==================== design 1
### Zoomed window, design 1

Region (42, 44) to (67, 69) um. Cells in grey, sequential cells in the stronger grey; small squares are vias.
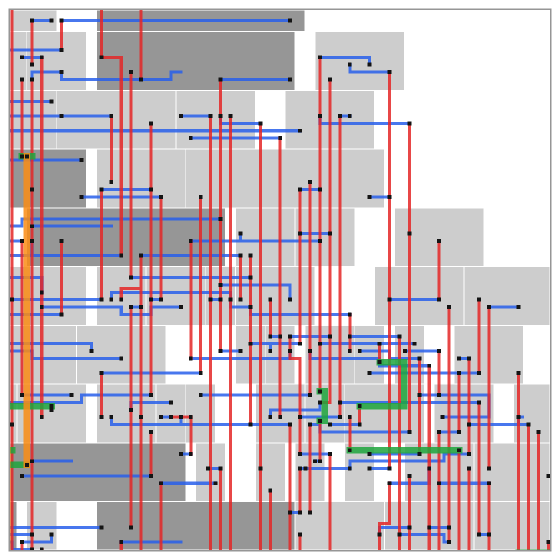

==> src/rtl/hazard_pkg.sv <==
// rtl/hazard_pkg.sv - shared types for the pipeline hazard unit
package hazard_pkg;

    // Operand source select driven onto the EX-stage SrcA/SrcB muxes.
    typedef enum logic [1:0] {
        FWD_RF  = 2'b00,  // register file value from ID/EX
        FWD_WB  = 2'b01,  // WB-stage result
        FWD_MEM = 2'b10,  // ALUResultM
        FWD_MD  = 2'b11   // MUL/DIV result, valid on the MdDone cycle
    } fwd_sel_e;

endpackage

==> src/rtl/hazard_fwd_sel.sv <==
// rtl/hazard_fwd_sel.sv - per-operand forwarding select and stall request
//
// Purpose: compares one EX source register against every producer that may
// still hold a newer value and picks the forwarding source, or requests a
// stall when the value cannot be forwarded yet.
// Ports:
//   rs           source register of the EX instruction
//   rd_m, rd_w   destinations in MEM / WB
//   pend_rd      destination of the in-flight MUL/DIV op
//   reg_write_m, reg_write_w, load_m   MEM/WB write enables and MEM load flag
//   md_busy, md_done                   MUL/DIV scoreboard state
//   sel          forwarding select (fwd_sel_e encoding)
//   stall_req    operand cannot be supplied this cycle
module hazard_fwd_sel
    import hazard_pkg::*;
#(
    parameter int RW = 5
) (
    input  logic [RW-1:0] rs,
    input  logic [RW-1:0] rd_m,
    input  logic [RW-1:0] rd_w,
    input  logic [RW-1:0] pend_rd,
    input  logic          reg_write_m,
    input  logic          reg_write_w,
    input  logic          load_m,
    input  logic          md_busy,
    input  logic          md_done,
    output logic [1:0]    sel,
    output logic          stall_req
);

    fwd_sel_e sel_e;
    logic     rs_nz;
    logic     hit_md;
    logic     hit_m;
    logic     hit_w;

    always_comb begin
        // x0 is hardwired to zero, so it never matches any producer.
        rs_nz  = |rs;
        hit_md = rs_nz && (rs == pend_rd);
        hit_m  = rs_nz && reg_write_m && (rs == rd_m);
        hit_w  = rs_nz && reg_write_w && (rs == rd_w);

        sel_e = FWD_RF;
        if (md_done && hit_md) begin
            sel_e = FWD_MD;
        end else if (hit_m && !load_m) begin
            sel_e = FWD_MEM;
        end else if (hit_w) begin
            sel_e = FWD_WB;
        end

        // Load data is not available in MEM, and a pending MUL/DIV result
        // only appears on its done cycle: both must hold EX.
        stall_req = (hit_m && load_m) || (md_busy && !md_done && hit_md);
    end

    assign sel = sel_e;

endmodule

==> src/rtl/hazard_scoreboard.sv <==
// rtl/hazard_scoreboard.sv - pipeline hazard unit with MUL/DIV scoreboard
//
// Purpose: forwarding selects, load-use / MUL/DIV stalls, redirect flushes,
// a one-entry scoreboard for the multi-cycle MUL/DIV unit, and a saturating
// stall-cycle performance counter.
// Ports:
//   clk, rst_n                 clock, asynchronous active-low reset
//   Rs1E, Rs2E, RdE, MdStartE  EX instruction sources, dest, MUL/DIV flag
//   RdM, RdW, RegWriteM, RegWriteW, LoadM   MEM/WB producer info
//   PCSrc                      redirect taken in EX
//   ForwardA, ForwardB         SrcA/SrcB forwarding selects
//   StallE, BubbleM            hold front end / insert NOP into EX/MEM
//   FlushD, FlushE             clear IF/ID / ID/EX
//   MdBusy, MdDone             MUL/DIV in flight / result valid this cycle
//   StallCount                 saturating count of stall cycles
module hazard_scoreboard
    import hazard_pkg::*;
#(
    parameter  int NREG   = 32,
    parameter  int MD_LAT = 4,
    parameter  int CNT_W  = 16,
    localparam int RW     = $clog2(NREG)
) (
    input  logic             clk,
    input  logic             rst_n,
    input  logic [RW-1:0]    Rs1E,
    input  logic [RW-1:0]    Rs2E,
    input  logic [RW-1:0]    RdE,
    input  logic             MdStartE,
    input  logic [RW-1:0]    RdM,
    input  logic [RW-1:0]    RdW,
    input  logic             RegWriteM,
    input  logic             RegWriteW,
    input  logic             LoadM,
    input  logic             PCSrc,
    output logic [1:0]       ForwardA,
    output logic [1:0]       ForwardB,
    output logic             StallE,
    output logic             BubbleM,
    output logic             FlushD,
    output logic             FlushE,
    output logic             MdBusy,
    output logic             MdDone,
    output logic [CNT_W-1:0] StallCount
);

    localparam int CW = $clog2(MD_LAT);

    logic             md_busy_q, md_busy_d;
    logic [CW-1:0]    md_cnt_q, md_cnt_d;
    logic [RW-1:0]    pend_rd_q, pend_rd_d;
    logic [CNT_W-1:0] stall_cnt_q, stall_cnt_d;

    logic md_done;
    logic stall_a;
    logic stall_b;
    logic stall;
    logic md_accept;

    assign md_done = md_busy_q && (md_cnt_q == '0);

    hazard_fwd_sel #(.RW(RW)) u_fwd_a (
        .rs          (Rs1E),
        .rd_m        (RdM),
        .rd_w        (RdW),
        .pend_rd     (pend_rd_q),
        .reg_write_m (RegWriteM),
        .reg_write_w (RegWriteW),
        .load_m      (LoadM),
        .md_busy     (md_busy_q),
        .md_done     (md_done),
        .sel         (ForwardA),
        .stall_req   (stall_a)
    );

    hazard_fwd_sel #(.RW(RW)) u_fwd_b (
        .rs          (Rs2E),
        .rd_m        (RdM),
        .rd_w        (RdW),
        .pend_rd     (pend_rd_q),
        .reg_write_m (RegWriteM),
        .reg_write_w (RegWriteW),
        .load_m      (LoadM),
        .md_busy     (md_busy_q),
        .md_done     (md_done),
        .sel         (ForwardB),
        .stall_req   (stall_b)
    );

    always_comb begin
        // A new MUL/DIV cannot enter while the unit is still working, but
        // may enter on the done cycle since the unit frees up at that edge.
        stall     = stall_a || stall_b || (MdStartE && md_busy_q && !md_done);
        md_accept = MdStartE && !stall && !PCSrc;

        md_busy_d   = md_busy_q;
        md_cnt_d    = md_cnt_q;
        pend_rd_d   = pend_rd_q;
        stall_cnt_d = stall_cnt_q;

        // Redirects never cancel an in-flight op: it is older than the branch.
        if (md_accept) begin
            md_busy_d = 1'b1;
            md_cnt_d  = CW'(MD_LAT - 1);
            pend_rd_d = RdE;
        end else if (md_busy_q) begin
            if (md_cnt_q == '0) begin
                md_busy_d = 1'b0;
            end else begin
                md_cnt_d = md_cnt_q - CW'(1);
            end
        end

        if (stall && (stall_cnt_q != '1)) begin
            stall_cnt_d = stall_cnt_q + CNT_W'(1);
        end
    end

    always_ff @(posedge clk or negedge rst_n) begin
        if (!rst_n) begin
            md_busy_q   <= 1'b0;
            md_cnt_q    <= '0;
            pend_rd_q   <= '0;
            stall_cnt_q <= '0;
        end else begin
            md_busy_q   <= md_busy_d;
            md_cnt_q    <= md_cnt_d;
            pend_rd_q   <= pend_rd_d;
            stall_cnt_q <= stall_cnt_d;
        end
    end

    assign StallE     = stall;
    assign BubbleM    = stall;
    assign FlushD     = PCSrc;
    assign FlushE     = PCSrc || stall;
    assign MdBusy     = md_busy_q;
    assign MdDone     = md_done;
    assign StallCount = stall_cnt_q;

endmodule

==> config.mk <==
export PLATFORM = sky130hd
export DESIGN_NAME = hazard_scoreboard
export DESIGN_NICKNAME = d
export VERILOG_FILES = /design/src/rtl/hazard_pkg.sv /design/src/rtl/hazard_fwd_sel.sv /design/src/rtl/hazard_scoreboard.sv
export SDC_FILE = /design/constraint.sdc
export NUM_CORES = 1
export LEC_CHECK = 0
export ABC_AREA = 1
export CORE_AREA = 4 4 69 71
export DETAILED_ROUTE_END_ITERATION = 10
export DIE_AREA = 0 0 73 75
export PLACE_DENSITY = 0.87
export SETUP_SLACK_MARGIN = 0.5
export SLEW_MARGIN = 20
export SYNTH_ARGS = -nofsm -noshare
export SYNTH_HDL_FRONTEND = slang
export SYNTH_SLANG_ARGS = --single-unit
==> constraint.sdc <==
create_clock -name clk -period 1.9 [get_ports clk]
set_input_delay 0.285 -clock clk [delete_from_list [all_inputs] [get_ports clk]]
set_output_delay 0.285 -clock clk [all_outputs]
set_load 0.02 [all_outputs]
==================== design 2
[src/rtl/enc_stim_gen.sv]
// enc_stim_gen: framed INC/PRBS/CONST word generator for the encoder datapath.
// Beats leave under a valid/ready handshake with sof/eof framing and a done pulse.
module enc_stim_gen #(
  parameter int ENC_SYM     = 4,
  parameter int EGF_DIM     = 4,
  parameter int FRAME_WORDS = 4,
  parameter int GAP_CYCLES  = 0,
  parameter int FRM_W       = 8,
  parameter logic [ENC_SYM*EGF_DIM-1:0] POLY = 16'h1021,
  parameter logic [ENC_SYM*EGF_DIM-1:0] SEED = 16'h0001
) (
  input  logic                       clk,
  input  logic                       rst_n,
  input  logic                       start,
  input  logic                       abort,
  input  logic [1:0]                 cfg_mode,
  input  logic [FRM_W-1:0]           cfg_frames,
  input  logic [ENC_SYM*EGF_DIM-1:0] cfg_const,
  input  logic                       gen_ready,
  output logic                       gen_valid,
  output logic [ENC_SYM*EGF_DIM-1:0] gen_data,
  output logic                       gen_sof,
  output logic                       gen_eof,
  output logic                       busy,
  output logic                       done
);

  localparam int W  = ENC_SYM * EGF_DIM;
  localparam int KW = (FRAME_WORDS > 1) ? $clog2(FRAME_WORDS) : 1;
  localparam int GW = (GAP_CYCLES > 1) ? $clog2(GAP_CYCLES) : 1;
  localparam logic [W-1:0] SEED_NZ = (SEED == '0) ? W'(1) : SEED;

  typedef enum logic [1:0] {
    IDLE,
    RUN,
    GAP,
    FIN
  } state_t;

  state_t         state_q, state_d;
  logic [1:0]     mode_q;
  logic [FRM_W-1:0] frames_q;
  logic [W-1:0]   const_q;
  logic [W-1:0]   prbs_q;
  logic [W-1:0]   prbs_nxt;
  logic [KW-1:0]  word_q;
  logic [GW-1:0]  gap_q;
  logic [W-1:0]   inc_word;
  logic [W-1:0]   data;
  logic           accept;
  logic           last_word;
  logic           last_frame;
  logic           gap_done;
  logic           start_ok;

  assign accept     = (state_q == RUN) && gen_ready;
  assign last_word  = (word_q == KW'(FRAME_WORDS - 1));
  assign last_frame = (frames_q == FRM_W'(1));
  assign gap_done   = (gap_q == GW'(GAP_CYCLES - 1));
  assign start_ok   = (state_q == IDLE) && start && !abort;
  assign prbs_nxt   = {prbs_q[W-2:0], 1'b0} ^ (prbs_q[W-1] ? POLY : '0);

  always_ff @(posedge clk or negedge rst_n) begin
    if (!rst_n) begin
      state_q <= IDLE;
    end else begin
      state_q <= state_d;
    end
  end

  // abort overrides every other transition, including an accepted start
  always_comb begin
    state_d = state_q;
    case (state_q)
      IDLE: if (start) state_d = (cfg_frames == '0) ? FIN : RUN;
      RUN: begin
        if (accept && last_word) begin
          if (last_frame) state_d = FIN;
          else state_d = (GAP_CYCLES > 0) ? GAP : RUN;
        end
      end
      GAP: if (gap_done) state_d = RUN;
      FIN: state_d = IDLE;
      default: state_d = IDLE;
    endcase
    if (abort) state_d = IDLE;
  end

  always_ff @(posedge clk or negedge rst_n) begin
    if (!rst_n) begin
      mode_q   <= '0;
      frames_q <= '0;
      const_q  <= '0;
      prbs_q   <= SEED_NZ;
      word_q   <= '0;
      gap_q    <= '0;
    end else begin
      if (start_ok) begin
        mode_q   <= cfg_mode;
        frames_q <= cfg_frames;
        const_q  <= cfg_const;
        prbs_q   <= SEED_NZ;
        word_q   <= '0;
      end else if (accept) begin
        prbs_q <= prbs_nxt;
        word_q <= last_word ? '0 : word_q + KW'(1);
        if (last_word) frames_q <= frames_q - FRM_W'(1);
      end
      gap_q <= (state_q == GAP) ? gap_q + GW'(1) : '0;
    end
  end

  // symbol 0 sits in the MSBs
  always_comb begin
    inc_word = '0;
    for (int j = 0; j < ENC_SYM; j++) begin
      inc_word[(ENC_SYM-1-j)*EGF_DIM +: EGF_DIM] =
        EGF_DIM'(int'(word_q) * ENC_SYM + j);
    end
    data = '0;
    unique case (1'b1)
      (mode_q == 2'd1): data = prbs_q;
      (mode_q == 2'd2): data = const_q;
      default:          data = inc_word;
    endcase
  end

  assign gen_valid = (state_q == RUN);
  assign gen_data  = gen_valid ? data : '0;
  assign gen_sof   = gen_valid && (word_q == '0);
  assign gen_eof   = gen_valid && last_word;
  assign busy      = (state_q != IDLE);
  assign done      = (state_q == FIN);

endmodule
[config.mk]
export PLATFORM = sky130hd
export DESIGN_NAME = enc_stim_gen
export DESIGN_NICKNAME = d
export VERILOG_FILES = /design/src/rtl/enc_stim_gen.sv
export SDC_FILE = /design/constraint.sdc
export NUM_CORES = 1
export LEC_CHECK = 0
export CORE_MARGIN = 5
export CORE_UTILIZATION = 30
export DETAILED_ROUTE_END_ITERATION = 10
export RECOVER_POWER = 50
export SLEW_MARGIN = 20
export SYNTH_ARGS = -nofsm -noshare
export SYNTH_HDL_FRONTEND = slang
export SYNTH_SLANG_ARGS = --single-unit
[constraint.sdc]
create_clock -name clk -period 2.67 [get_ports clk]
set_clock_uncertainty 0.15 [all_clocks]
set_input_delay 0.801 -clock clk [delete_from_list [all_inputs] [get_ports clk]]
set_output_delay 0.801 -clock clk [all_outputs]
set_load 0.01 [all_outputs]
==================== design 3
===== config.mk =====
export PLATFORM = sky130hd
export DESIGN_NAME = data_mem_arbiter
export DESIGN_NICKNAME = d
export VERILOG_FILES = /design/src/rtl/data_mem_arbiter.sv
export SDC_FILE = /design/constraint.sdc
export NUM_CORES = 1
export LEC_CHECK = 0
export ABC_AREA = 1
export CORE_ASPECT_RATIO = 1.25
export CORE_MARGIN = 10
export CORE_UTILIZATION = 40
export CTS_BUF_LIST = sky130_fd_sc_hd__clkbuf_8
export CTS_CLUSTER_SIZE = 24
export DETAILED_ROUTE_END_ITERATION = 12
export PLACE_DENSITY = 0.82
export SLEW_MARGIN = 20
export SYNTH_ARGS = -nofsm -noshare
export SYNTH_HDL_FRONTEND = slang
export SYNTH_SLANG_ARGS = --single-unit

===== constraint.sdc =====
create_clock -name clk -period 1.3 [get_ports clk]
set_clock_uncertainty 0.15 [all_clocks]
set_input_delay 0.325 -clock clk [delete_from_list [all_inputs] [get_ports clk]]
set_output_delay 0.325 -clock clk [all_outputs]
set_load 0.01 [all_outputs]

===== src/rtl/data_mem_arbiter.sv =====
// -----------------------------------------------------------------------------
// data_mem_arbiter
//
// Arbitrates write requests from two requesters onto the single write port of
// a data memory. Requester A is the CPU store path and requester B is the
// program/debug loader. Contention is resolved round-robin. A requester whose
// ack is high in the current cycle is masked, so a held request is not written
// twice.
//
// Optional feature: define DMEM_CLEAR_EN to build in the clear sequencer.
// The sequencer writes zero to every address after each reset release, and
// again whenever clear_req is seen in IDLE. Without the macro, clear_req is
// ignored and busy is tied low.
//
// Parameters
//   ADDR_W        data-memory address width (default 4, 16 locations)
//   DATA_W        data-memory word width (default 8)
//
// Ports
//   clk           clock, rising edge
//   rst_n         asynchronous active-low reset
//   req_a/req_b   write requests; each is held with its addr/data until acked
//   addr_a/addr_b target addresses
//   wdata_a/b     write data
//   ack_a/ack_b   one-cycle pulse, registered: that requester's write issued
//   clear_req     request a full memory clear
//   busy          high while a clear is writing (registered)
//   mem_load      memory write strobe (registered)
//   mem_addr      memory write address (registered)
//   mem_wdata     memory write data (registered)
//   mem_is_instr  constant 0: every write targets data memory
// -----------------------------------------------------------------------------
module data_mem_arbiter #(
  parameter int ADDR_W = 4,
  parameter int DATA_W = 8
) (
  input  logic              clk,
  input  logic              rst_n,
  input  logic              req_a,
  input  logic [ADDR_W-1:0] addr_a,
  input  logic [DATA_W-1:0] wdata_a,
  input  logic              req_b,
  input  logic [ADDR_W-1:0] addr_b,
  input  logic [DATA_W-1:0] wdata_b,
  output logic              ack_a,
  output logic              ack_b,
  input  logic              clear_req,
  output logic              busy,
  output logic              mem_load,
  output logic [ADDR_W-1:0] mem_addr,
  output logic [DATA_W-1:0] mem_wdata,
  output logic              mem_is_instr
);

  // 1 = B was granted most recently, so A wins the next contention.
  logic last_b_reg;

  logic elig_a;
  logic elig_b;
  logic grant_a;
  logic grant_b;

  // A requester whose ack is high this cycle was just written. Its req is
  // still high only because it has not yet seen the ack, so it is masked.
  always_comb begin
    elig_a  = req_a && !ack_a;
    elig_b  = req_b && !ack_b;
    grant_a = elig_a && (!elig_b || last_b_reg);
    grant_b = elig_b && !grant_a;
  end

  assign mem_is_instr = 1'b0;

`ifdef DMEM_CLEAR_EN
  typedef enum logic {
    IDLE  = 1'b0,
    CLEAR = 1'b1
  } state_t;

  state_t            state_reg;
  logic [ADDR_W-1:0] clr_cnt_reg;
  logic              busy_reg;

  assign busy = busy_reg;
`else
  // The clear request has no function in this build.
  logic unused_clear_req;
  assign unused_clear_req = clear_req;
  assign busy = 1'b0;
`endif

  always_ff @(posedge clk or negedge rst_n) begin
    if (!rst_n) begin
      mem_load    <= 1'b0;
      mem_addr    <= '0;
      mem_wdata   <= '0;
      ack_a       <= 1'b0;
      ack_b       <= 1'b0;
      last_b_reg  <= 1'b1;
`ifdef DMEM_CLEAR_EN
      // Parking in CLEAR with busy low makes the first edge after release
      // issue the address-0 clear write.
      state_reg   <= CLEAR;
      clr_cnt_reg <= '0;
      busy_reg    <= 1'b0;
`endif
    end
`ifdef DMEM_CLEAR_EN
    // A clear_req seen in IDLE issues its first write on the same edge that
    // enters CLEAR. This gives the reset path and the request path the same
    // timing, and a clear_req beats any pending request. Once in CLEAR,
    // clear_req has no effect.
    else if (state_reg == CLEAR || clear_req) begin
      mem_load    <= 1'b1;
      mem_addr    <= clr_cnt_reg;
      mem_wdata   <= '0;
      ack_a       <= 1'b0;
      ack_b       <= 1'b0;
      busy_reg    <= 1'b1;
      clr_cnt_reg <= clr_cnt_reg + {{(ADDR_W-1){1'b0}}, 1'b1};
      state_reg   <= (clr_cnt_reg == {ADDR_W{1'b1}}) ? IDLE : CLEAR;
    end
`endif
    else begin
`ifdef DMEM_CLEAR_EN
      busy_reg <= 1'b0;
`endif
      mem_load <= grant_a || grant_b;
      ack_a    <= grant_a;
      ack_b    <= grant_b;
      // With no grant, address and data keep their last values.
      if (grant_a) begin
        mem_addr   <= addr_a;
        mem_wdata  <= wdata_a;
        last_b_reg <= 1'b0;
      end else if (grant_b) begin
        mem_addr   <= addr_b;
        mem_wdata  <= wdata_b;
        last_b_reg <= 1'b1;
      end
    end
  end

endmodule



==> notes/layouts.md <==
Pictures saved along the way, in no particular order.

Met1 routing.
panel A
(4 px per um)
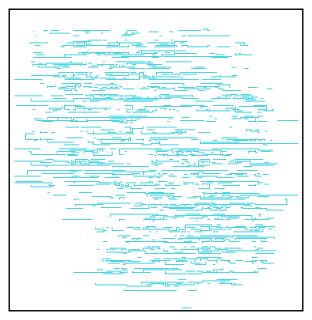
panel B
(4 px per um)
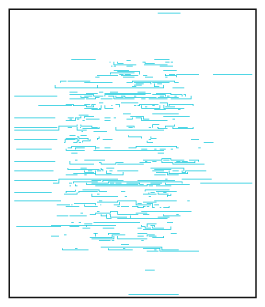
panel C
(3 px per um)
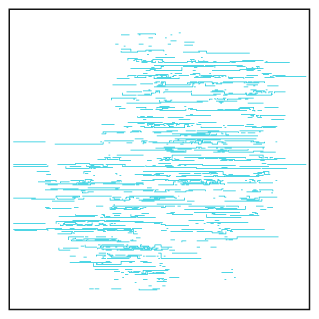
| picture | from |
|---|---|
| panel A | design 1 |
| panel B | design 3 |
| panel C | design 2 |

Key to panel C:
main direction	horizontal
wire length on this layer	3120 um
longest straight run	30.4 um

### Routing congestion, design 2

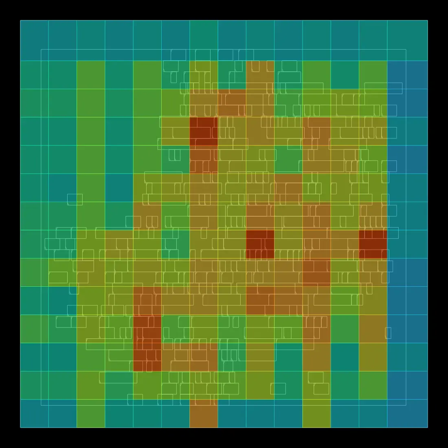
Total Routing Usage GR: 0.1356
Most Crowded Layer GR: met2

### Gate-type map, design 2

(3 px per um)
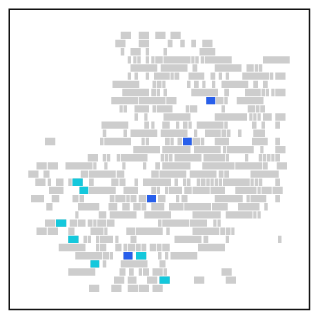
family	colour	cells
XOR/XNOR gates	blue	4
AND-OR and OR-AND gates	cyan	7
Post-Layout Cell Count: 437
combinational share of cell area: 0.3703

==> impl_metrics.tcl, design 2 <==
# place-and-route summary
set metrics [dict create \
    postSynthSeqShare 0.4891 \
    ioPinCount 52 \
    synth_flops 47 \
    synthMostInstantiatedCell "nand2_1" \
    routed_wl_um 6660 \
    clock_area_frac 0.03957 \
    timing.final.ws_setup_ns 0.01131 \
    drt_iter0_drc 94 \
    outcome "completed" \
    synth.cellmix.compoundShare 0.1523 \
    cp.required_ns 1.72 \
    antenna_found_initial 0 \
    path_cells "inv_2, ha_2, buf_12, a221oi_2, nor2_1, dlygate4sd2_1" \
    pwr_density_cell_mw_per_mm2 671.5 \
    flop-count 47 \
    crit_fanout 16 \
    cts-buffers-inserted 5 \
    worst_pin_slew_ns 1.366 \
    cap_viol_max_count 0 \
    die_x_um 99.58 \
    hold_ws_ns 0.3018 \
    finalInstanceArea_mm2 0.003352 \
    common_cells "87 x nand2_1, 46 x dfrtp_1, 20 x nor2_1" \
    crit_path_start_kind "flip-flop" \
    setup-violations-final 0 \
    synth-area-yosys_mm2 0.002407 \
    yosysTopAreaCellShare 0.4782 \
    top_area_cell "dfrtp_1" \
    drive_gt1_frac 0.1851 \
    htreeDepth 2 \
    logic_gates 200 \
    clk_pin_slew_ns 0.09 \
    min_period_ns 2.659 \
    synth-simple-area-share 0.2521 \
    ys_sh_xor 0.01455 \
    remaining_drc_errors 0 \
]
[design 2: report_power, final]
part           internal [mW]  switching, mW
clock network          0.374          0.244
registers              0.820          0.113
logic                  0.337          0.362
total                   1.53          0.719
[design 2: through the flow]
stage | cells | TNS (ns)
finish | 437 | 0
detailed placement | 428 | -1.388
global route | 437 | -0.1293
global placement | 428 | -1.188
floorplan | 276 | 0
CTS | 437 | -0.007296
[design 2: worst max path at each step]
stage / from / to / slack, ns / cells past startpoint
after global routing: mode_q[1] / gen_data[5] / -0.1 / 6
after detailed placement: mode_q[0] / gen_data[15] / -0.19 / 7
after global placement: mode_q[0] / gen_data[6] / -0.17 / 6
after floorplan: mode_q[1] / gen_data[12] / 0.29 / 6
final: mode_q[1] / gen_data[5] / 0.01 / 6
after CTS: mode_q[0] / gen_data[0] / -0.006 / 6
[design 2: what timing repair did]
action	4_1_cts	5_1_grt
hold buffers	0	0
pin swaps	1	2
endpoints found under the setup margin	17	18
setup buffers	1	0
resized	46	35
[design 2: sequential cells by signal, indices dropped and copies added (netlist names)]
signal    count
gap_done      1
state_q       2
word_q        2
mode_q        2
const_q      16
frames_q      8
prbs_q       16
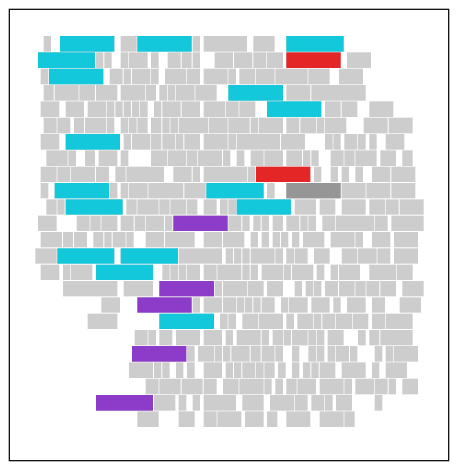
*Sequential cells coloured by netlist name, design 1*
(6 px per um) Other sequential cells in the stronger grey, the rest of the logic in the fainter grey.
name in the netlist	colour	flops
`StallCount`	cyan	16
`pend_rd_q`	purple	5
`md_cnt_q`	red	2

Notes on 'Zoomed window' of design 1 above:
layer	colour
metal 2	red
metal 4	orange
metal 3	green
metal 1	blue
netlist names of flops here include	`md_cnt_q` (2)
most frequent	buf_6 (9)
sequential cells in the window	4
cells with their middle in the window	48

==> impl_metrics.tcl, design 1 <==
# place-and-route summary
set metrics [dict create \
    outcome "finished with violations" \
    failed_checks "setup timing" \
    syn_avg_cell_area_um2 6.491 \
    remaining_drc_errors 0 \
    postSynthSeqShare 0.3158 \
    rsz0062_at_grt "true" \
    grt_max_degree 25 \
    tritoncts "done" \
    final_cell_mix "76 x nand2_1, 33 x buf_4, 32 x nand2_2" \
    grt_pass1_vias 2352 \
    timing.final.ws_setup_ns -0.04448 \
    die_x_um 73 \
    cts-buffers-inserted 3 \
    rows 24 \
    die.size.y_um 75 \
    pwr_density_cell_mw_per_mm2 884.6 \
    ioPinCount 58 \
    synth-simple-area-share 0.4230 \
    drt-met1-wl_um 2791 \
    synthMostInstantiatedCell "nand2_1" \
    htreeDepth 1 \
    synth_flops 24 \
    drt-pass1-iter-count 5 \
    clk_pin_slew_ns 0.10 \
    fp_util 0.4492 \
    fin_util 0.7713 \
    grt_util_all_layers 0.2489 \
    hold_violations 0 \
    slew-limit-headroom 0.7370 \
    lay_top_count "nand2_1" \
    rr_worst_depth 12 \
    vias_per_cell 5.371 \
    nNetsFinal 428 \
    hp-class "in -> async" \
    routedWlPerCell_um 16.17 \
    place_ws_ns -0.6733 \
    chip_area_mm2 0.005475 \
    power.leakage_nw 1.706 \
    synth_nets 327 \
    core-area_mm2 0.004234 \
    synth.distinct_cells 28 \
    cts-root-buf "clkbuf_8" \
    ys.flop_type "dfrtp_1" \
    ctsHoldBuffers 0 \
    drive_gt1_frac 0.4224 \
    setup-violations-final 1 \
    edf_count 0 \
    numClockSinks 24 \
    slowest_delay_ns 0.45 \
    finalInstanceArea_mm2 0.003266 \
    synth-area-yosys_mm2 0.001902 \
    topCellsByArea "dfrtp_1 32%, nand2_1 22%, nand3_1 7.9%" \
]
[design 1: power breakdown]
group | switching [mW] | leakage (nW) | internal (mW) | total (mW)
clock network | 0.182 | 0.0288 | 0.186 | 0.368
registers | 0.178 | 0.304 | 0.644 | 0.823
logic | 0.883 | 1.37 | 0.816 | 1.70
[design 1: sequential cells by signal, indices dropped and copies added, names as in the netlist]
signal      cells
StallCount     16
MdBusy          1
md_cnt_q        2
pend_rd_q       5
[design 1: how the worst max path moves through the flow]
stage,start,cells after the start,slack (ns),endpoint
2_1_floorplan,StallCount[0],9,0.28,StallCount[2]
3_3_place_gp,Rs1E[1],10,-0.70,ForwardA[0]
3_5_place_dp,Rs1E[1],10,-0.67,ForwardA[0]
4_1_cts,pend_rd_q[3],8,0.10,FlushE
5_1_grt,pend_rd_q[4],12,-0.11,StallCount[13]
6_report,pend_rd_q[4],12,-0.04,StallCount[13]
[design 1: area by class of cell]
type                    count  area (um2)  area share
well taps                  52       65.06     0.01992
repair buffers             99       947.2      0.2900
multi-input cells         226        1424      0.4360
clock buffers               4       55.05     0.01686
flip-flops and latches     24       610.6      0.1870
inverters                  40       163.9     0.05019
### Sequential cells coloured by netlist name, design 3

(6 px per um) Other sequential cells in the stronger grey, the rest of the logic in the fainter grey.
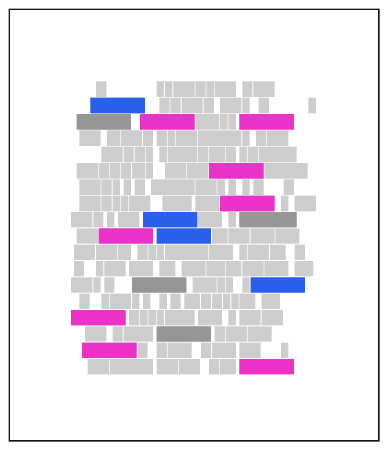
name in the netlist	colour	flops
`mem_addr`	blue	4
`mem_wdata`	magenta	8
not coloured	4
Seq area share: 0.2534
Finished Core Util: 0.7909

==> impl_metrics.tcl, design 3 <==
# place-and-route summary
set metrics [dict create \
    inverters 18 \
    post_cts_resized 81 \
    clk_pin_slew_ns 0.07 \
    top_area_cell "dfrtp_1" \
    fp_util 0.4263 \
    syn_avg_cell_area_um2 7.699 \
    grt_util_all_layers 0.1458 \
    routedWlPerCell_um 16.59 \
    timing.final.ws_setup_ns -0.04918 \
    n_antenna_cell 0 \
    p_int_mw 1.421 \
    syn_area_um2 854.6 \
    hold_violations 0 \
    dominant_cells "non-clock buffers" \
    ctsHoldBuffers 0 \
    rr_endpoint "mem_wdata[4]" \
    edf_count 0 \
    failed_checks "setup timing" \
    ys_sh_mux 0 \
    power.leakage_nw 0.8189 \
    slew_violations 0 \
    maxPowerGroup "combinational logic" \
    timing.rr.start "ack_b" \
    lay_top_count "clkdlybuf4s50_1" \
    setup-violations-final 11 \
    chip_area_mm2 0.004397 \
    combPwrFrac 0.474 \
    crit_end "mem_wdata[4]" \
    die_x_um 61.34 \
    pg_clk_mw 0.452 \
    tritoncts "done" \
    power_frac_clock 0.203 \
    sw_frac_of_total 0.3616 \
    synth-simple-area-share 0.3704 \
    outcome "finished with violations" \
]
[design 3: worst max-delay path: stages (launching register included)]
cell     delay, ns
dfrtp_1       0.39
buf_6         0.13
inv_6         0.06
nand3_4       0.12
buf_6         0.17
nand3_2       0.05
nand2_1       0.06
inv_1         0.06
nand2_1       0.05
[design 3: metal layers]
metal / global-route usage / up-vias / share of wire
met5: 0 / - / 0
met4: 0.04975 / 0 / 0.013
met3: 0.03880 / 5 / 0.042
met2: 0.2517 / 34 / 0.54
met1: 0.1651 / 475 / 0.40
li1: - / 467 / -
[design 3: metrics by stage]
| stage | TNS (ns) | util | instance area (um2) | instances | hold slack (ns) |
|---|---|---|---|---|---|
| after floorplan | 0 | - | 858.3 | 112 | -0.1206 |
| after global placement | -5.392 | 0.6891 | 1381 | 181 | 0.3359 |
| after detailed placement | -5.715 | 0.6891 | 1381 | 181 | 0.3516 |
| after CTS | 0 | 0.7241 | 1451 | 188 | 0.2529 |
| after global routing | -0.8307 | 0.7909 | 1585 | 192 | 0.2502 |
| final | -0.2006 | 0.7909 | 1585 | 192 | 0.2494 |

Power figures rest on the tool's default switching activity, not on a simulated workload.
